==================== design 1
Design 1, met4 routing:
Scale bar: 100 µm.
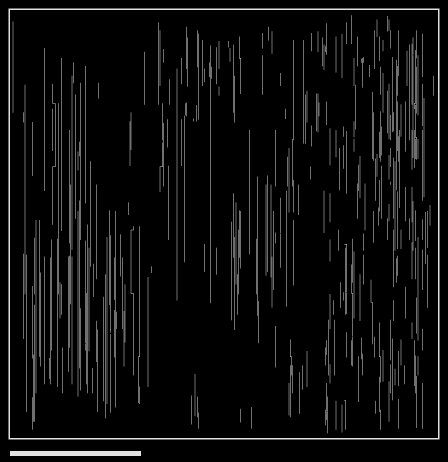

==> config.mk <==
export PLATFORM = sky130hd
export DESIGN_NAME = mdu_ctrl
export DESIGN_NICKNAME = d
export VERILOG_FILES = /design/src/rtl/mdu_ctrl.sv
export SDC_FILE = /design/constraint.sdc
export NUM_CORES = 2
export LEC_CHECK = 0
export ABC_AREA = 1
export CAP_MARGIN = 20
export CELL_PAD_IN_SITES_DETAIL_PLACEMENT = 1
export CELL_PAD_IN_SITES_GLOBAL_PLACEMENT = 1
export CORE_MARGIN = 1
export CORE_UTILIZATION = 51
export DETAILED_ROUTE_END_ITERATION = 8
export HOLD_SLACK_MARGIN = 0.05
export PLACE_DENSITY_LB_ADDON = 0.1
export SYNTH_ARGS = -nofsm -noshare
export SYNTH_HDL_FRONTEND = slang
export SYNTH_SLANG_ARGS = --single-unit
export TNS_END_PERCENT = 20
==> constraint.sdc <==
create_clock -name clk -period 17.8 [get_ports clk]
set_input_delay 1.78 -clock clk [delete_from_list [all_inputs] [get_ports clk]]
set_output_delay 1.78 -clock clk [all_outputs]
set_load 0.05 [all_outputs]
==> src/rtl/mdu_ctrl.sv <==
// -----------------------------------------------------------------------------
// mdu_ctrl
// Multiply/divide sequencer for the EX stage. It owns the HI/LO register pair.
//   - MULT/MULTU: one registered multiply step, then FIN.
//   - DIV/DIVU  : 32-step restoring divider on operand magnitudes, with a sign
//                 fixup on the final step.
//   - MTHI/MTLO : direct writes of src_a in IDLE or FIN, with no stall.
//   - MFHI/MFLO : hilo_rdata is a combinational view of the registers.
//   - flush     : abandons any in-flight operation and suppresses its result.
//
// Ports
//   clk, rst            clock and synchronous active-high reset
//   start_valid         EX instruction valid and (mult or div)
//   mult, div, mdsign   operation select and signedness from the decoder
//   src_a, src_b        operands; src_a also carries MTHI/MTLO write data
//   hilowen[1:0]        bit0 writes LO, bit1 writes HI
//   hiloren[1:0]        2'b01 reads LO, 2'b10 reads HI
//   flush               exception/ERET cancel
//   stall, busy         pipeline hold and "sequencer not idle"
//   hilo_rdata, hi, lo  read port and raw register values
//
// Optional build macro: MDU_DIV0_EARLY_EN
//   When defined, a zero divisor is detected in the first DIV cycle. The
//   divide-by-zero result is written on that cycle, so the divide finishes
//   early. HI/LO values are the same as in the default build.
// -----------------------------------------------------------------------------
module mdu_ctrl #(
  parameter int DIV_ITER = 32
) (
  input  logic        clk,
  input  logic        rst,
  input  logic        start_valid,
  input  logic        mult,
  input  logic        div,
  input  logic        mdsign,
  input  logic [31:0] src_a,
  input  logic [31:0] src_b,
  input  logic [1:0]  hilowen,
  input  logic [1:0]  hiloren,
  input  logic        flush,
  output logic        stall,
  output logic        busy,
  output logic [31:0] hilo_rdata,
  output logic [31:0] hi,
  output logic [31:0] lo
);

  typedef enum logic [1:0] {IDLE, MUL, DIV, FIN} state_t;

  localparam logic [5:0] LAST_STEP = 6'(DIV_ITER - 1);

  state_t      state_reg;
  logic [31:0] a_reg;          // operand magnitude (dividend / multiplicand)
  logic [31:0] b_reg;          // operand magnitude (divisor / multiplier)
  logic        sign_a_reg;     // only set for signed operations
  logic        sign_b_reg;
  logic [31:0] rem_reg;
  logic [31:0] quo_reg;
  logic [5:0]  cnt_reg;

  // Index 0 is LO and index 1 is HI, so hilowen[gi] selects the same entry.
  logic [31:0] hilo_reg  [2];
  logic [31:0] hilo_next [2];
  logic [31:0] res_word  [2];
  logic        res_we;

  // Decoder guarantees start_valid implies mult or div; anything not a
  // multiply is treated as a divide.
  logic unused_div;
  assign unused_div = div;

  // ---------------------------------------------------------------------------
  // Operand magnitudes at accept time
  // ---------------------------------------------------------------------------
  logic [31:0] abs_a, abs_b;
  assign abs_a = (mdsign && src_a[31]) ? -src_a : src_a;
  assign abs_b = (mdsign && src_b[31]) ? -src_b : src_b;

  // ---------------------------------------------------------------------------
  // Multiply datapath
  // ---------------------------------------------------------------------------
  logic [63:0] prod_mag, prod;
  assign prod_mag = {32'd0, a_reg} * {32'd0, b_reg};
  assign prod     = (sign_a_reg ^ sign_b_reg) ? -prod_mag : prod_mag;

  // ---------------------------------------------------------------------------
  // Restoring divide step
  // ---------------------------------------------------------------------------
  // The remainder stays below the divisor, so the shifted remainder needs at
  // most 33 bits. Bit 32 of the difference acts as the borrow. Without a
  // borrow, the subtraction fits back into 32 bits.
  logic [32:0] rem_sh, rem_diff;
  logic        div_ge;
  logic [31:0] rem_step, quo_step;
  assign rem_sh   = {rem_reg, quo_reg[31]};
  assign rem_diff = rem_sh - {1'b0, b_reg};
  assign div_ge   = ~rem_diff[32];
  assign rem_step = div_ge ? rem_diff[31:0] : rem_sh[31:0];
  assign quo_step = {quo_reg[30:0], div_ge};

  logic div0_early;
`ifdef MDU_DIV0_EARLY_EN
  assign div0_early = (cnt_reg == 6'd0) && (b_reg == 32'd0);
`else
  assign div0_early = 1'b0;
`endif

  // The early result is the value that 32 steps against a zero divisor would
  // produce: all ones for the quotient and the dividend for the remainder.
  logic [31:0] quo_raw, rem_raw, quo_fix, rem_fix;
  logic        div_done;
  assign quo_raw  = div0_early ? 32'hFFFF_FFFF : quo_step;
  assign rem_raw  = div0_early ? a_reg : rem_step;
  assign quo_fix  = (sign_a_reg ^ sign_b_reg) ? -quo_raw : quo_raw;
  assign rem_fix  = sign_a_reg ? -rem_raw : rem_raw;
  assign div_done = (cnt_reg == LAST_STEP) || div0_early;

  // ---------------------------------------------------------------------------
  // HI/LO write selection
  // ---------------------------------------------------------------------------
  always_comb begin
    res_we      = 1'b0;
    res_word[0] = prod[31:0];
    res_word[1] = prod[63:32];
    if (state_reg == MUL) begin
      res_we = 1'b1;
    end else if (state_reg == DIV && div_done) begin
      res_we      = 1'b1;
      res_word[0] = quo_fix;
      res_word[1] = rem_fix;
    end
  end

  logic mt_ok;
  assign mt_ok = (state_reg == IDLE) || (state_reg == FIN);

  // A flush blocks every write. On the same edge, an operation result takes
  // priority over MTHI/MTLO.
  for (genvar gi = 0; gi < 2; gi++) begin : g_hilo
    assign hilo_next[gi] = flush                   ? hilo_reg[gi] :
                           res_we                  ? res_word[gi] :
                           (mt_ok && hilowen[gi])  ? src_a        :
                                                     hilo_reg[gi];
  end

  // ---------------------------------------------------------------------------
  // Sequencer and state registers
  // ---------------------------------------------------------------------------
  always_ff @(posedge clk) begin
    if (rst) begin
      state_reg   <= IDLE;
      a_reg       <= '0;
      b_reg       <= '0;
      sign_a_reg  <= 1'b0;
      sign_b_reg  <= 1'b0;
      rem_reg     <= '0;
      quo_reg     <= '0;
      cnt_reg     <= '0;
      hilo_reg[0] <= '0;
      hilo_reg[1] <= '0;
    end else begin
      hilo_reg[0] <= hilo_next[0];
      hilo_reg[1] <= hilo_next[1];
      if (flush) begin
        state_reg <= IDLE;
      end else begin
        case (state_reg)
          IDLE: begin
            if (start_valid) begin
              a_reg      <= abs_a;
              b_reg      <= abs_b;
              sign_a_reg <= mdsign & src_a[31];
              sign_b_reg <= mdsign & src_b[31];
              rem_reg    <= '0;
              quo_reg    <= abs_a;
              cnt_reg    <= '0;
              state_reg  <= mult ? MUL : DIV;
            end
          end
          MUL: state_reg <= FIN;
          DIV: begin
            rem_reg <= rem_step;
            quo_reg <= quo_step;
            cnt_reg <= cnt_reg + 6'd1;
            if (div_done) state_reg <= FIN;
          end
          // The held instruction is still presented here, so start_valid is
          // ignored to avoid issuing the same operation twice.
          FIN:     state_reg <= IDLE;
          default: state_reg <= IDLE;
        endcase
      end
    end
  end

  // ---------------------------------------------------------------------------
  // Outputs
  // ---------------------------------------------------------------------------
  assign stall = !flush && (((state_reg == IDLE) && start_valid) ||
                            (state_reg == MUL) || (state_reg == DIV));
  assign busy  = (state_reg != IDLE);
  assign lo    = hilo_reg[0];
  assign hi    = hilo_reg[1];

  always_comb begin
    case (hiloren)
      2'b01:   hilo_rdata = hilo_reg[0];
      2'b10:   hilo_rdata = hilo_reg[1];
      default: hilo_rdata = 32'd0;
    endcase
  end

endmodule

==================== design 2
### src/rtl/regfile_pkg.sv
// Shared definitions for the register-file read stage.
// Contents: data width, register count and address width, the per-register outstanding-write
// limit, and the width of the pending counters that track those writes.
package regfile_pkg;

  localparam int unsigned XLEN         = 32;
  localparam int unsigned NREGS        = 32;
  localparam int unsigned REG_ADDR_W   = 5;
  localparam int unsigned MAX_INFLIGHT = 3;
  localparam int unsigned PEND_W       = $clog2(MAX_INFLIGHT + 1);

  typedef logic [XLEN-1:0]       xlen_t;
  typedef logic [REG_ADDR_W-1:0] reg_addr_t;
  typedef logic [PEND_W-1:0]     pend_t;

endpackage

### src/rtl/regfile_read_stage_if.sv
// Bundle between the pipeline (decode/writeback/execute side) and the register-file read stage.
//   master : pipeline side; drives stall/flush, the writeback write port and the decoded
//            instruction, and observes hazard_stall, the registered operands and sb_err.
//   slave  : the read stage itself.
interface regfile_read_stage_if;
  import regfile_pkg::*;

  logic      stall;
  logic      flush;
  logic      wb_RegWrite;
  reg_addr_t wb_RegDest;
  xlen_t     wb_data;
  logic      in_valid;
  reg_addr_t in_rs1;
  reg_addr_t in_rs2;
  logic      in_RegWrite;
  reg_addr_t in_RegDest;
  logic      hazard_stall;
  logic      out_valid;
  xlen_t     out_rs1_data;
  xlen_t     out_rs2_data;
  logic      out_RegWrite;
  reg_addr_t out_RegDest;
  logic      sb_err;

  modport master (
    output stall, flush, wb_RegWrite, wb_RegDest, wb_data,
    output in_valid, in_rs1, in_rs2, in_RegWrite, in_RegDest,
    input  hazard_stall, out_valid, out_rs1_data, out_rs2_data, out_RegWrite, out_RegDest,
    input  sb_err
  );

  modport slave (
    input  stall, flush, wb_RegWrite, wb_RegDest, wb_data,
    input  in_valid, in_rs1, in_rs2, in_RegWrite, in_RegDest,
    output hazard_stall, out_valid, out_rs1_data, out_rs2_data, out_RegWrite, out_RegDest,
    output sb_err
  );

endinterface

### src/rtl/regfile_scoreboard.sv
// Per-register pending-write scoreboard.
// Counts writes issued but not yet written back for each register, raises hazard_stall when a
// source is still owed a write or the destination counter is saturated, and flags (sticky)
// a writeback to a register that had nothing outstanding.
// Optional feature: `define REGFILE_BYPASS_EN releases a source whose last outstanding write
// is landing this cycle (the top-level bypasses the data).
// Ports:
//   clk, rst            clock, asynchronous active-high reset
//   stall_i, flush_i    global stall, branch squash
//   wb_we_i, wb_dest_i  writeback write port
//   in_*                decoded instruction (valid, sources, destination)
//   hazard_stall_o      combinational hold request to decode
//   issue_o             instruction moves to the output register this cycle
//   wr_acc_o            writeback write accepted this cycle
//   sb_err_o            sticky scoreboard underflow flag
module regfile_scoreboard
  import regfile_pkg::*;
(
  input  logic      clk,
  input  logic      rst,
  input  logic      stall_i,
  input  logic      flush_i,
  input  logic      wb_we_i,
  input  reg_addr_t wb_dest_i,
  input  logic      in_valid_i,
  input  reg_addr_t in_rs1_i,
  input  reg_addr_t in_rs2_i,
  input  logic      in_we_i,
  input  reg_addr_t in_rd_i,
  output logic      hazard_stall_o,
  output logic      issue_o,
  output logic      wr_acc_o,
  output logic      sb_err_o
);

  localparam pend_t PendMax = pend_t'(MAX_INFLIGHT);
  localparam pend_t PendOne = pend_t'(1);

  pend_t pend_q [NREGS];
  pend_t pend_d [NREGS];
  logic  sb_err_q, sb_err_d;

  logic wr_acc, rel1, rel2, src1_busy, src2_busy, full, hazard, issue, alloc;

  // Writeback holds its outputs under stall, so a write only counts when not stalled.
  assign wr_acc = !stall_i && wb_we_i && (wb_dest_i != '0);

`ifdef REGFILE_BYPASS_EN
  // Last outstanding write landing now: the read mux forwards it, so no need to wait.
  assign rel1 = wr_acc && (wb_dest_i == in_rs1_i) && (pend_q[in_rs1_i] == PendOne);
  assign rel2 = wr_acc && (wb_dest_i == in_rs2_i) && (pend_q[in_rs2_i] == PendOne);
`else
  assign rel1 = 1'b0;
  assign rel2 = 1'b0;
`endif

  assign src1_busy = (in_rs1_i != '0) && (pend_q[in_rs1_i] != '0) && !rel1;
  assign src2_busy = (in_rs2_i != '0) && (pend_q[in_rs2_i] != '0) && !rel2;
  assign full      = in_we_i && (in_rd_i != '0) && (pend_q[in_rd_i] == PendMax);
  assign hazard    = in_valid_i && (src1_busy || src2_busy || full);
  assign issue     = in_valid_i && !hazard && !stall_i && !flush_i;
  assign alloc     = issue && in_we_i && (in_rd_i != '0);

  always_comb begin
    sb_err_d = sb_err_q;
    if (wr_acc && (pend_q[wb_dest_i] == '0)) begin
      sb_err_d = 1'b1;
    end
    for (int i = 0; i < NREGS; i++) begin
      pend_d[i] = pend_q[i];
      if (flush_i) begin
        pend_d[i] = '0;
      end else begin
        // Decrement saturates at zero; a matching inc/dec pair cancels.
        if (alloc && (in_rd_i == reg_addr_t'(i)) &&
            !(wr_acc && (wb_dest_i == reg_addr_t'(i)) && (pend_q[i] != '0))) begin
          pend_d[i] = pend_q[i] + 1'b1;
        end else if (!(alloc && (in_rd_i == reg_addr_t'(i))) &&
                     wr_acc && (wb_dest_i == reg_addr_t'(i)) && (pend_q[i] != '0)) begin
          pend_d[i] = pend_q[i] - 1'b1;
        end
      end
    end
  end

  always_ff @(posedge clk or posedge rst) begin
    if (rst) begin
      for (int i = 0; i < NREGS; i++) begin
        pend_q[i] <= '0;
      end
      sb_err_q <= 1'b0;
    end else begin
      pend_q   <= pend_d;
      sb_err_q <= sb_err_d;
    end
  end

  assign hazard_stall_o = hazard;
  assign issue_o        = issue;
  assign wr_acc_o       = wr_acc;
  assign sb_err_o       = sb_err_q;

endmodule

### src/rtl/regfile_read_stage.sv
// Register-file read stage: consumer end of writeback, producer of operands for execute.
// Holds the 32x32 integer register file (x0 hardwired to zero), accepts writeback writes, and
// registers two source operands plus the instruction's RegWrite/RegDest toward execute.
// A pending-write scoreboard (regfile_scoreboard) holds decode while a source is still owed
// a write.
// Optional feature: `define REGFILE_BYPASS_EN forwards the write being accepted this cycle to
// a matching source read; otherwise reads return the array and the hazard lasts one extra cycle.
// Ports:
//   clk     clock
//   rst     asynchronous active-high reset
//   bus_io  regfile_read_stage_if.slave: stall/flush, wb_* write port, in_* instruction,
//           hazard_stall, out_* registered operands, sb_err
module regfile_read_stage
  import regfile_pkg::*;
(
  input logic                 clk,
  input logic                 rst,
  regfile_read_stage_if.slave bus_io
);

  xlen_t regs_q [NREGS];

  logic  hazard, issue, wr_acc, sb_err;
  logic  byp1, byp2;
  xlen_t rs1_val, rs2_val;

  logic      out_valid_q, out_valid_d;
  xlen_t     out_rs1_q, out_rs1_d;
  xlen_t     out_rs2_q, out_rs2_d;
  logic      out_we_q, out_we_d;
  reg_addr_t out_rd_q, out_rd_d;

  regfile_scoreboard u_scoreboard (
    .clk            (clk),
    .rst            (rst),
    .stall_i        (bus_io.stall),
    .flush_i        (bus_io.flush),
    .wb_we_i        (bus_io.wb_RegWrite),
    .wb_dest_i      (bus_io.wb_RegDest),
    .in_valid_i     (bus_io.in_valid),
    .in_rs1_i       (bus_io.in_rs1),
    .in_rs2_i       (bus_io.in_rs2),
    .in_we_i        (bus_io.in_RegWrite),
    .in_rd_i        (bus_io.in_RegDest),
    .hazard_stall_o (hazard),
    .issue_o        (issue),
    .wr_acc_o       (wr_acc),
    .sb_err_o       (sb_err)
  );

  // Register file; the accepted write lands even on a flush cycle.
  always_ff @(posedge clk or posedge rst) begin
    if (rst) begin
      for (int i = 0; i < NREGS; i++) begin
        regs_q[i] <= '0;
      end
    end else if (wr_acc) begin
      regs_q[bus_io.wb_RegDest] <= bus_io.wb_data;
    end
  end

`ifdef REGFILE_BYPASS_EN
  assign byp1 = wr_acc && (bus_io.wb_RegDest == bus_io.in_rs1);
  assign byp2 = wr_acc && (bus_io.wb_RegDest == bus_io.in_rs2);
`else
  assign byp1 = 1'b0;
  assign byp2 = 1'b0;
`endif

  assign rs1_val = (bus_io.in_rs1 == '0) ? '0 :
                   byp1                  ? bus_io.wb_data : regs_q[bus_io.in_rs1];
  assign rs2_val = (bus_io.in_rs2 == '0) ? '0 :
                   byp2                  ? bus_io.wb_data : regs_q[bus_io.in_rs2];

  always_comb begin
    out_valid_d = out_valid_q;
    out_rs1_d   = out_rs1_q;
    out_rs2_d   = out_rs2_q;
    out_we_d    = out_we_q;
    out_rd_d    = out_rd_q;
    if (bus_io.flush) begin
      out_valid_d = 1'b0;
    end else if (issue) begin
      out_valid_d = 1'b1;
      out_rs1_d   = rs1_val;
      out_rs2_d   = rs2_val;
      out_we_d    = bus_io.in_RegWrite;
      out_rd_d    = bus_io.in_RegDest;
    end else if (!bus_io.stall) begin
      // Bubble: data fields keep their last values.
      out_valid_d = 1'b0;
    end
  end

  always_ff @(posedge clk or posedge rst) begin
    if (rst) begin
      out_valid_q <= 1'b0;
      out_rs1_q   <= '0;
      out_rs2_q   <= '0;
      out_we_q    <= 1'b0;
      out_rd_q    <= '0;
    end else begin
      out_valid_q <= out_valid_d;
      out_rs1_q   <= out_rs1_d;
      out_rs2_q   <= out_rs2_d;
      out_we_q    <= out_we_d;
      out_rd_q    <= out_rd_d;
    end
  end

  assign bus_io.hazard_stall = hazard;
  assign bus_io.out_valid    = out_valid_q;
  assign bus_io.out_rs1_data = out_rs1_q;
  assign bus_io.out_rs2_data = out_rs2_q;
  assign bus_io.out_RegWrite = out_we_q;
  assign bus_io.out_RegDest  = out_rd_q;
  assign bus_io.sb_err       = sb_err;

endmodule
### src/flat_wrapper.sv
// flat-port wrapper written by rule: the top's interface ports become plain ports
module regfile_read_stage_flat import regfile_pkg::*;
  (clk, rst, bus_io_stall, bus_io_flush, bus_io_wb_RegWrite, bus_io_wb_RegDest, bus_io_wb_data, bus_io_in_valid, bus_io_in_rs1, bus_io_in_rs2, bus_io_in_RegWrite, bus_io_in_RegDest, bus_io_hazard_stall, bus_io_out_valid, bus_io_out_rs1_data, bus_io_out_rs2_data, bus_io_out_RegWrite, bus_io_out_RegDest, bus_io_sb_err);
  regfile_read_stage_if bus_io_i ();
  input logic clk;
  input logic rst;
  input wire logic [$bits(bus_io_i.stall)-1:0] bus_io_stall;
  input wire logic [$bits(bus_io_i.flush)-1:0] bus_io_flush;
  input wire logic [$bits(bus_io_i.wb_RegWrite)-1:0] bus_io_wb_RegWrite;
  input wire logic [$bits(bus_io_i.wb_RegDest)-1:0] bus_io_wb_RegDest;
  input wire logic [$bits(bus_io_i.wb_data)-1:0] bus_io_wb_data;
  input wire logic [$bits(bus_io_i.in_valid)-1:0] bus_io_in_valid;
  input wire logic [$bits(bus_io_i.in_rs1)-1:0] bus_io_in_rs1;
  input wire logic [$bits(bus_io_i.in_rs2)-1:0] bus_io_in_rs2;
  input wire logic [$bits(bus_io_i.in_RegWrite)-1:0] bus_io_in_RegWrite;
  input wire logic [$bits(bus_io_i.in_RegDest)-1:0] bus_io_in_RegDest;
  output wire logic [$bits(bus_io_i.hazard_stall)-1:0] bus_io_hazard_stall;
  output wire logic [$bits(bus_io_i.out_valid)-1:0] bus_io_out_valid;
  output wire logic [$bits(bus_io_i.out_rs1_data)-1:0] bus_io_out_rs1_data;
  output wire logic [$bits(bus_io_i.out_rs2_data)-1:0] bus_io_out_rs2_data;
  output wire logic [$bits(bus_io_i.out_RegWrite)-1:0] bus_io_out_RegWrite;
  output wire logic [$bits(bus_io_i.out_RegDest)-1:0] bus_io_out_RegDest;
  output wire logic [$bits(bus_io_i.sb_err)-1:0] bus_io_sb_err;
  assign bus_io_i.stall = bus_io_stall;
  assign bus_io_i.flush = bus_io_flush;
  assign bus_io_i.wb_RegWrite = bus_io_wb_RegWrite;
  assign bus_io_i.wb_RegDest = bus_io_wb_RegDest;
  assign bus_io_i.wb_data = bus_io_wb_data;
  assign bus_io_i.in_valid = bus_io_in_valid;
  assign bus_io_i.in_rs1 = bus_io_in_rs1;
  assign bus_io_i.in_rs2 = bus_io_in_rs2;
  assign bus_io_i.in_RegWrite = bus_io_in_RegWrite;
  assign bus_io_i.in_RegDest = bus_io_in_RegDest;
  assign bus_io_hazard_stall = bus_io_i.hazard_stall;
  assign bus_io_out_valid = bus_io_i.out_valid;
  assign bus_io_out_rs1_data = bus_io_i.out_rs1_data;
  assign bus_io_out_rs2_data = bus_io_i.out_rs2_data;
  assign bus_io_out_RegWrite = bus_io_i.out_RegWrite;
  assign bus_io_out_RegDest = bus_io_i.out_RegDest;
  assign bus_io_sb_err = bus_io_i.sb_err;
  regfile_read_stage u_core (.clk(clk), .rst(rst), .bus_io(bus_io_i));
endmodule
### config.mk
export PLATFORM = sky130hd
export DESIGN_NAME = regfile_read_stage_flat
export DESIGN_NICKNAME = d
export VERILOG_FILES = /design/src/rtl/regfile_pkg.sv /design/src/rtl/regfile_read_stage_if.sv /design/src/rtl/regfile_scoreboard.sv /design/src/rtl/regfile_read_stage.sv /design/src/flat_wrapper.sv
export SDC_FILE = /design/constraint.sdc
export NUM_CORES = 2
export LEC_CHECK = 0
export CELL_PAD_IN_SITES_DETAIL_PLACEMENT = 1
export CELL_PAD_IN_SITES_GLOBAL_PLACEMENT = 2
export CORE_ASPECT_RATIO = 0.75
export CORE_MARGIN = 3
export CORE_UTILIZATION = 44
export CTS_CLUSTER_DIAMETER = 150
export DETAILED_ROUTE_END_ITERATION = 10
export GPL_ROUTABILITY_DRIVEN = 0
export PLACE_DENSITY = 0.73
export SYNTH_ARGS = -nofsm -noshare
export SYNTH_HDL_FRONTEND = slang
export SYNTH_SLANG_ARGS = --single-unit
### constraint.sdc
create_clock -name clk -period 47.2 [get_ports clk]
set_clock_uncertainty 0.15 [all_clocks]
set_input_delay 7.08 -clock clk [delete_from_list [all_inputs] [get_ports clk]]
set_output_delay 7.08 -clock clk [all_outputs]
set_load 0.02 [all_outputs]
==================== design 3
### src/rtl/riscv_pkg.sv
// Shared RV32 opcode constants and the pipeline controller state encoding.
package riscv_pkg;

   localparam logic [6:0]  OPC_LOAD   = 7'b0000011;
   localparam logic [6:0]  OPC_STORE  = 7'b0100011;
   localparam logic [6:0]  OPC_BRANCH = 7'b1100011;
   localparam logic [6:0]  OPC_JAL    = 7'b1101111;
   localparam logic [6:0]  OPC_JALR   = 7'b1100111;
   localparam logic [6:0]  OPC_OP     = 7'b0110011;
   localparam logic [6:0]  OPC_OP32   = 7'b0111011;
   localparam logic [27:0] ECALL_LOW  = 28'h0000073;

   typedef enum logic [1:0] {
      CS_RUN        = 2'd0,
      CS_BR_WAIT    = 2'd1,
      CS_TRAP_DRAIN = 2'd2,
      CS_TRAP_REDIR = 2'd3
   } ctrl_state_e;

   // Opcodes whose bits [24:20] name a source register rather than immediate bits.
   function automatic logic reads_rs2(input logic [6:0] opc);
      return (opc == OPC_OP) || (opc == OPC_OP32) ||
             (opc == OPC_STORE) || (opc == OPC_BRANCH);
   endfunction

endpackage

### src/rtl/hazard_detect.sv
// Combinational decode of load-use hazards, control-transfer and ecall
// instructions sitting in the decode latch.
module hazard_detect
   import riscv_pkg::*;
(
   input  logic        de_v,
   input  logic [31:0] de_ir,
   input  logic        exe_v,
   input  logic [31:0] exe_ir,
   output logic        load_use,
   output logic        is_ctrl,
   output logic        is_ecall
);

   logic [4:0] exe_rd_s;
   logic [6:0] de_opc_s;
   logic       exe_is_load_s;
   logic       rs1_hit_s;
   logic       rs2_hit_s;
   logic       unused_s;

   assign exe_rd_s      = exe_ir[11:7];
   assign de_opc_s      = de_ir[6:0];
   assign exe_is_load_s = exe_v && (exe_ir[6:0] == OPC_LOAD) && (exe_rd_s != 5'd0);
   assign rs1_hit_s     = (exe_rd_s == de_ir[19:15]);
   assign rs2_hit_s     = reads_rs2(de_opc_s) && (exe_rd_s == de_ir[24:20]);

   assign load_use = exe_is_load_s && de_v && (rs1_hit_s || rs2_hit_s);
   assign is_ctrl  = de_v && ((de_opc_s == OPC_BRANCH) || (de_opc_s == OPC_JAL) ||
                              (de_opc_s == OPC_JALR));
   assign is_ecall = de_v && (de_ir[27:0] == ECALL_LOW);

   assign unused_s = ^{de_ir[31:28], exe_ir[31:12]};

endmodule

### src/rtl/pipeline_ctrl.sv
// Front-end pipeline controller: load-use bubbles, branch wait, trap drain and
// redirect sequencing, plus a saturating count of fetch-stall cycles.
module pipeline_ctrl
   import riscv_pkg::*;
#(
   parameter int DRAIN_CYCLES = 3,
   parameter int CNT_W        = 32
)(
   input  logic             CLK,
   input  logic             RESET,
   input  logic             DE_V,
   input  logic [31:0]      DE_IR,
   input  logic             EXE_V,
   input  logic [31:0]      EXE_IR,
   input  logic             V_MEM_STALL,
   input  logic             EXE_BR_RESOLVED,
   input  logic             EXE_BR_TAKEN,
   output logic             LD_FETCH,
   output logic             LD_DECODE,
   output logic             DE_BUBBLE,
   output logic             FE_REDIRECT_BR,
   output logic             FE_REDIRECT_TRAP,
   output logic [1:0]       CTRL_STATE,
   output logic [CNT_W-1:0] STALL_CYCLES
);

   localparam int DW = (DRAIN_CYCLES < 2) ? 1 : $clog2(DRAIN_CYCLES + 1);

   ctrl_state_e      state_q, state_d;
   logic [DW-1:0]    drain_q, drain_d;
   logic [CNT_W-1:0] stall_q, stall_d;

   logic load_use_s, is_ctrl_s, is_ecall_s;
   logic ld_fetch_s, ld_decode_s, de_bubble_s, redir_br_s, redir_trap_s;

   hazard_detect u_hazard (
      .de_v     (DE_V),
      .de_ir    (DE_IR),
      .exe_v    (EXE_V),
      .exe_ir   (EXE_IR),
      .load_use (load_use_s),
      .is_ctrl  (is_ctrl_s),
      .is_ecall (is_ecall_s)
   );

   // Next state, drain counter and stage-enable outputs; reset beats the stall hold.
   always_comb begin
      state_d      = state_q;
      drain_d      = drain_q;
      ld_fetch_s   = 1'b0;
      ld_decode_s  = 1'b0;
      de_bubble_s  = 1'b0;
      redir_br_s   = 1'b0;
      redir_trap_s = 1'b0;
      if (RESET) begin
         de_bubble_s = 1'b1;
         state_d     = CS_RUN;
         drain_d     = '0;
      end else if (V_MEM_STALL) begin
         state_d = state_q;
      end else begin
         case (state_q)
            CS_RUN: begin
               if (load_use_s) begin
                  de_bubble_s = 1'b1;
               end else if (is_ctrl_s) begin
                  state_d = CS_BR_WAIT;
               end else if (is_ecall_s) begin
                  drain_d = DW'(DRAIN_CYCLES);
                  state_d = CS_TRAP_DRAIN;
               end else begin
                  ld_fetch_s  = 1'b1;
                  ld_decode_s = 1'b1;
               end
            end
            CS_BR_WAIT: begin
               de_bubble_s = 1'b1;
               if (EXE_BR_RESOLVED) begin
                  redir_br_s = EXE_BR_TAKEN;
                  ld_fetch_s = 1'b1;
                  state_d    = CS_RUN;
               end else begin
                  state_d = state_q;
               end
            end
            CS_TRAP_DRAIN: begin
               de_bubble_s = 1'b1;
               drain_d     = (drain_q == '0) ? '0 : drain_q - DW'(1);
               if (drain_q <= DW'(1)) begin
                  state_d = CS_TRAP_REDIR;
               end else begin
                  state_d = state_q;
               end
            end
            CS_TRAP_REDIR: begin
               // Decode reloads invalid; the stale successor in decode is never issued.
               redir_trap_s = 1'b1;
               ld_fetch_s   = 1'b1;
               ld_decode_s  = 1'b1;
               de_bubble_s  = 1'b1;
               state_d      = CS_RUN;
            end
            default: begin
               state_d = CS_RUN;
            end
         endcase
      end
   end

   // Saturating count of cycles in which fetch does not advance.
   always_comb begin
      if (RESET) begin
         stall_d = '0;
      end else if (!ld_fetch_s && (stall_q != {CNT_W{1'b1}})) begin
         stall_d = stall_q + CNT_W'(1);
      end else begin
         stall_d = stall_q;
      end
   end

   // State registers; reset is folded into the _d logic.
   always_ff @(posedge CLK) begin
      state_q <= state_d;
      drain_q <= drain_d;
      stall_q <= stall_d;
   end

   assign LD_FETCH         = ld_fetch_s;
   assign LD_DECODE        = ld_decode_s;
   assign DE_BUBBLE        = de_bubble_s;
   assign FE_REDIRECT_BR   = redir_br_s;
   assign FE_REDIRECT_TRAP = redir_trap_s;
   assign CTRL_STATE       = state_q;
   assign STALL_CYCLES     = stall_q;

endmodule
### config.mk
export PLATFORM = sky130hd
export DESIGN_NAME = pipeline_ctrl
export DESIGN_NICKNAME = d
export VERILOG_FILES = /design/src/rtl/riscv_pkg.sv /design/src/rtl/hazard_detect.sv /design/src/rtl/pipeline_ctrl.sv
export SDC_FILE = /design/constraint.sdc
export NUM_CORES = 1
export LEC_CHECK = 0
export ABC_CLOCK_PERIOD_IN_PS = 2370
export CORE_ASPECT_RATIO = 1.25
export CORE_UTILIZATION = 37
export DETAILED_ROUTE_END_ITERATION = 16
export PLACE_DENSITY = 0.82
export SLEW_MARGIN = 20
export SYNTH_ARGS = -nofsm -noshare
export SYNTH_HDL_FRONTEND = slang
export SYNTH_HIERARCHICAL = 1
export SYNTH_SLANG_ARGS = --single-unit
### constraint.sdc
create_clock -name CLK -period 2.37 [get_ports CLK]
set_input_delay 0.474 -clock CLK [delete_from_list [all_inputs] [get_ports CLK]]
set_output_delay 0.474 -clock CLK [all_outputs]
set_load 0.05 [all_outputs]
Design 2, met4 routing:
Scale bar: 100 µm.
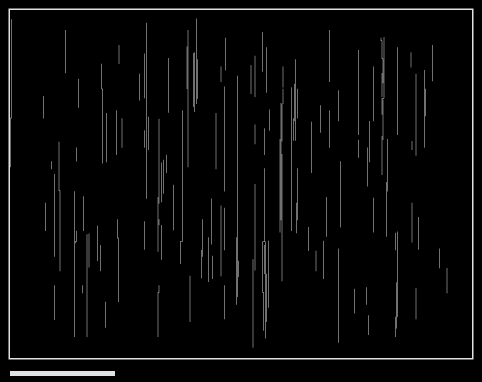
The wires run mostly vertical. The longest straight run is 209 µm. The layer carries 6,540 µm of wire.
routed wire length: 204,700 µm
total number of vias: 39,970

==> run summary, design 2 <==
Flow results are below.

- The run finished with clean final reports.
- In this run the number of H-tree levels came out at 3.
- In the synthesized netlist, the number of instances is 4,388.
- The fraction of the mapped netlist area in compound gates is 0.03046, for reference.
- The layout has 13,287 filler cells.
- Counting every net in the synthesized netlist gives 4,447.
- The first routing iteration left 3,627 violations.
- The most numerous cell on the critical path is clkdlybuf4s50_1, for reference.
- The synthesis run identifies the leading combinational cell family as multiplexers.
- The remaining number of nets flagged by the antenna check after routing is 0, for reference.
- The detailed route wirelength on metal3 is 13,940 µm, for reference.
- The unique cell type count in the Yosys netlist is 66, for reference.
- Summing all flip-flop and latch instances after layout gives 29,030 µm².
- The data arrival time reported for the critical path is 10.90 ns.
- The fraction of synthesized cell area taken by the top area cell type is 0.4708, for reference.
- The setup fix buffers added after clock tree synthesis is 0, for reference.
- The post-route fraction of the period consumed by the critical path is 0.3842, for reference.
-- design 2: worst reg2reg max path, delay by kind of cell, from the launching register on --
family / cells / cell delay (ns)
compound gates: 2 / 0.71
mux: 1 / 0.39
flops: 1 / 0.43
simple gates: 5 / 2.41
-- design 2: layout by cell type (no fill, tap or decap), drive strengths merged, types with 25 or more instances in the layout --
cell type      synthesis  layout
dfrtp               1160    1160
mux2                 842     842
mux4                 659     659
nand2                645     645
clkbuf               346     179
clkdlybuf4s50          0     121
buf                  109      93
o31ai                 76      76
mux2i                 72      72
nor2                  67      67
a21oi                 58      58
nor3                  50      50
o21ai                 49      49
inv                   31      35
clkinv                 2      25
-- design 2: worst max-delay path by stage --
stage                                                     to  cells past startpoint  slack, ns
floorplan           u_core.bus_io.out_RegDest[0]$_DFFE_PP0P_                      1       7.30
global placement                         bus_io_hazard_stall                      9      29.20
detailed placement                       bus_io_hazard_stall                      7      29.09
CTS                                      bus_io_hazard_stall                      7      29.09
global route                             bus_io_hazard_stall                      7      28.70
finish                                   bus_io_hazard_stall                      7      29.07
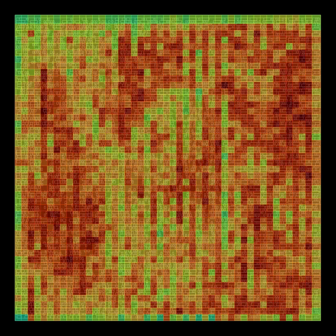
Design 1: congestion heat map
GR Util met3: 0.05180
GRT Total Usage: 0.4080
WL per Instance: 22.97 µm

## Picture notes: 'met4 routing' of design 1
The longest straight run is 197 µm. The layer holds 6.2% of the routed length. 212 nets have wire on it. The layer carries 13,400 µm of wire.
routed wire length: 217,500 µm
total number of vias: 52,683

==> run summary, design 1 <==
Flow results are below.

- The detailed route wirelength on metal3 is 13,950 µm, for reference.
- The share of cell area taken by multi-input logic gates is 0.7079, for reference.
- The register clock-pin slew on the reported worst setup and hold paths is 0.07 ns, for reference.
- The number of nets handed over by synthesis was 9,452.
- The maximum number of pins on one net before global-route repair is 82, for reference.
- The static leakage power is 0.03403 µW, for reference.
- In this run the power density over the cells is 60.41 nW/µm².
- The worst hold path belongs to the class register to register.
- The placed instances occupy a cell area of 56,430 µm².
- The layout has 24 clock buffers.
- Per the OpenROAD floorplan log, the height of the die is 326.8 µm.
- Summed over all nets, the switching power comes to 1980 µW.
- The area used by multi-input combinational logic is 40,430 µm², for reference.
- For this run, the script counts the antenna cells in the layout as 0.
- The design has 202 sequential cells.
- By startpoint and endpoint, the worst setup path is classified as register to register.
- Per the synthesis report, the simple-gate share of the synthesized area is 0.2651.
- The flip-flop and latch share of the layout cell area is 0.07092, for reference.
- The number of enable flip-flop cells is 0, for reference.
- Counting the buffers created by CTS gives 21.
- The synthesized netlist has a Yosys-reported chip area of 53,790 µm².
- The flow ran to the end, and the final reports show no timing, DRC or antenna violations.
- The remaining number of nets flagged by the antenna check after routing is 0, for reference.
- In the per-layer summary, the met1 wirelength comes to 83,710 µm.
==> design 1: worst max-delay path by stage <==
stage                                       from                            to  slack (ns)  cells past startpoint
final                     a_reg[25]$_SDFFE_PP0P_  hilo_reg[0][57]$_SDFFE_PP0P_        8.22                     33
after global routing      a_reg[25]$_SDFFE_PP0P_  hilo_reg[0][57]$_SDFFE_PP0P_        7.91                     33
after CTS                 a_reg[25]$_SDFFE_PP0P_  hilo_reg[0][57]$_SDFFE_PP0P_        8.39                     35
after detailed placement  a_reg[25]$_SDFFE_PP0P_  hilo_reg[0][57]$_SDFFE_PP0P_        8.48                     33
after global placement    a_reg[25]$_SDFFE_PP0P_  hilo_reg[0][57]$_SDFFE_PP0P_        8.66                     35
after floorplan            b_reg[8]$_SDFFE_PP0P_  hilo_reg[0][54]$_SDFFE_PP0P_       10.64                     35
==> design 1: power by group through the flow <==
stage / registers (µW) / logic (µW) / clock network (µW)
floorplan: 562 / 1480 / 0
global placement: 538 / 2280 / 0
detailed placement: 539 / 2370 / 0
CTS: 530 / 2410 / 479
global route: 534 / 2650 / 491
finish: 531 / 2440 / 474
Design 3, congestion heat map:
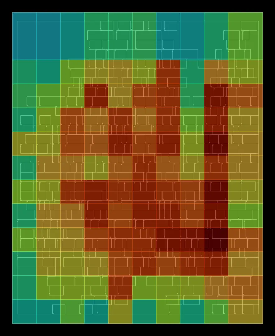
WL per Instance: 18.15 µm
GR Util met3: 0.05411
met2 layer usage reported by global route: 0.5069

==> run summary, design 3 <==
Flow results are below.

- The top cell types in the final layout, fill and taps aside, are 40 x buf_4, 39 x clkdlybuf4s50_1, 34 x dfxtp_1, 19 x a21oi_1, 17 x nand3_1.
- The remaining number of nets flagged by the antenna check after routing is 0, for reference.
- The final reports fail on negative setup slack.
- The vertical die dimension reported for this design is 89.52 µm.
- By area, the class that comes first in the final layout consists of multi-input combinational cells.
- The TritonCTS buffer count is 5, for reference.
- After synthesis, the share of cell area in mux cells is 0.02263.
- The final net count is 499, for reference.
- Summed over all nets, the half-perimeter wirelength after detailed placement is 5396 µm.
- The run finished, with violations left.
- In the final layout, the multi-input gates occupy 1819 µm².
- The worst path setup slack after routing is -0.3072 ns, for reference.
- The final number of hold-violating endpoints is 0, for reference.
- The report lists the number of standard-cell rows as 31.
- Post-CTS repair changed the size of 84 cells.
- The number of global-route vias before repair came to 2,789.
- Entering global routing, the biggest net connects 38 pins.
- The H-tree level count is 2, for reference.
- The XOR/XNOR share of the synthesized area is 0.05022, for reference.
- In the final report, the number of endpoints failing setup comes to 35.
- The fraction of cell area in sequential cells is reported as 0.1729.
- The global-route wire length before repair is 12,410 µm, for reference.
- The worst setup path endpoint is STALL_CYCLES[17]$_SDFFE_PP0P_, for reference.
- The worst setup path is captured at a register.
## design 3: per-layer routing
metal,vias up,track usage,routed length (µm)
met2,147,0.5069,4967
met3,39,0.05411,627
met1,1461,0.2284,3156
met4,0,0.1123,432
li1,1353,-,-
met5,-,0,0
## design 3: stage by stage
step | setup slack, ns | TNS (ns) | util | total power [µW] | std cells
floorplan | -0.2343 | -1.515 | - | 743.8 | 282
global placement | -0.5706 | -18.61 | 0.6093 | 906.8 | 478
detailed placement | -0.6873 | -21.02 | 0.6093 | 912.9 | 478
CTS | -0.3290 | -5.973 | 0.6648 | 1373 | 499
global route | -0.4211 | -9.732 | 0.7142 | 1460 | 506
finish | -0.3072 | -6.792 | 0.7142 | 1417 | 506
## design 3: report_power, final
part / switching [µW] / internal, µW / leakage [µW]
clock: 242 / 205 / 0.0000479
combinational: 172 / 183 / 0.00124
sequential: 3.92 / 612 / 0.000291
## design 3: critical path, stage by stage
cell and delay (ns):
clkdlybuf4s15_1 0.23, nor4b_4 0.36, nand2_1 0.16, nor3_4 0.24, nor4b_4 0.08, buf_4 0.14, o21ai_2 0.12, buf_6 0.15
o31ai_4 0.10, buf_12 0.15, buf_16 0.12, or4_4 0.42, a21oi_2 0.15


==> notes/layouts.md <==
Pictures saved along the way, in no particular order.

M2 wires.
image #1
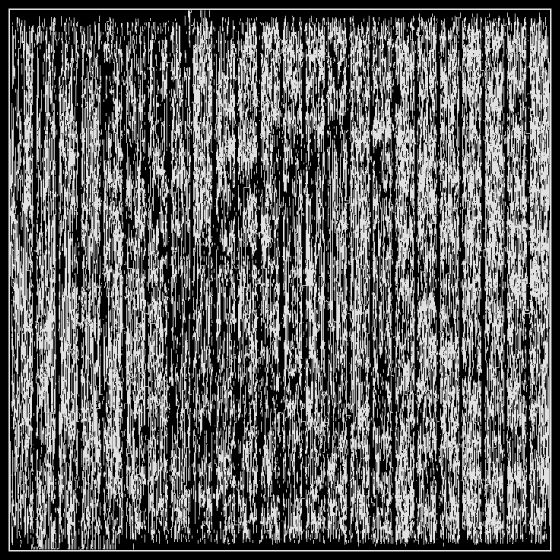
image #2
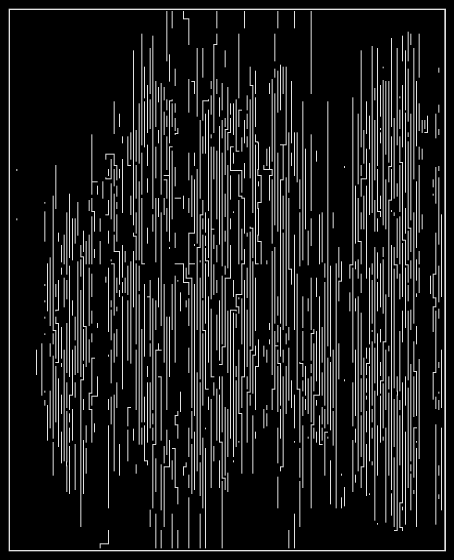
image #3
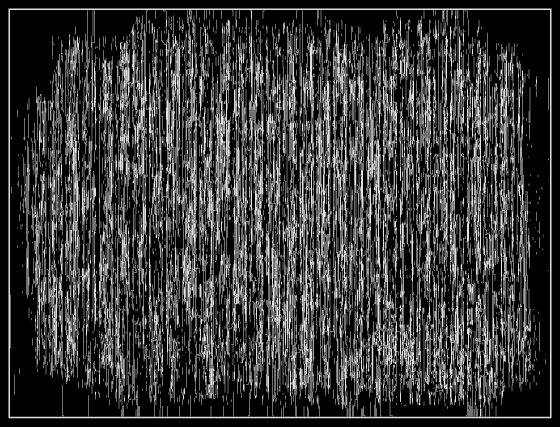
Image #3 is design 2.
Image #1 is design 1.
Image #2 is design 3.


## Gallery

M3 wires.
shot_01.png
Scale bar: 20 µm.
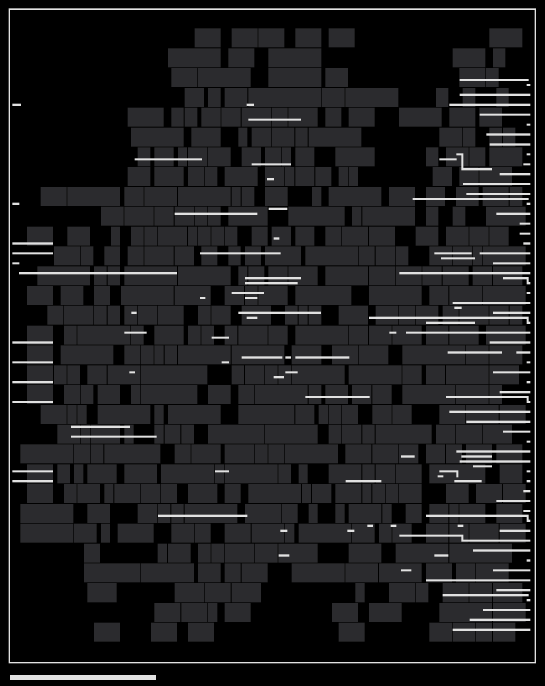
shot_02.png
Scale bar: 100 µm.
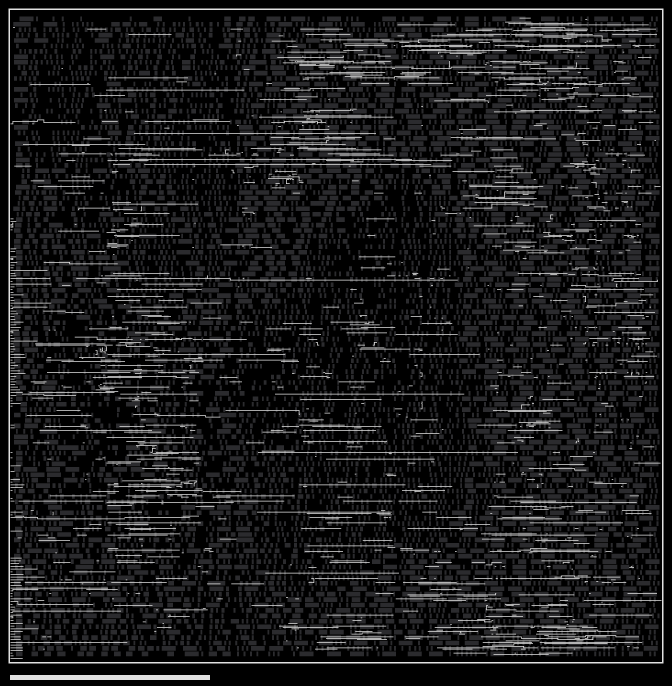
shot_03.png
Scale bar: 100 µm.
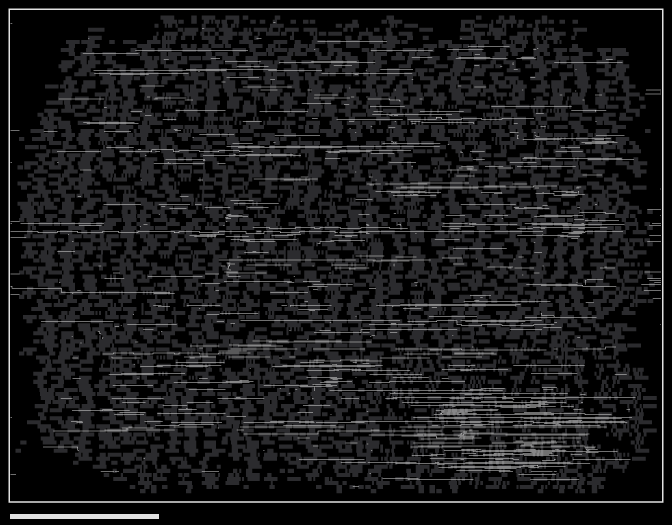
| picture | from |
|---|---|
| shot_03.png | design 2 |
| shot_02.png | design 1 |
| shot_01.png | design 3 |
Of these, largest die: shot_03.png
Of these, smallest die: shot_01.png

Power is estimated from default activity; no workload was simulated.
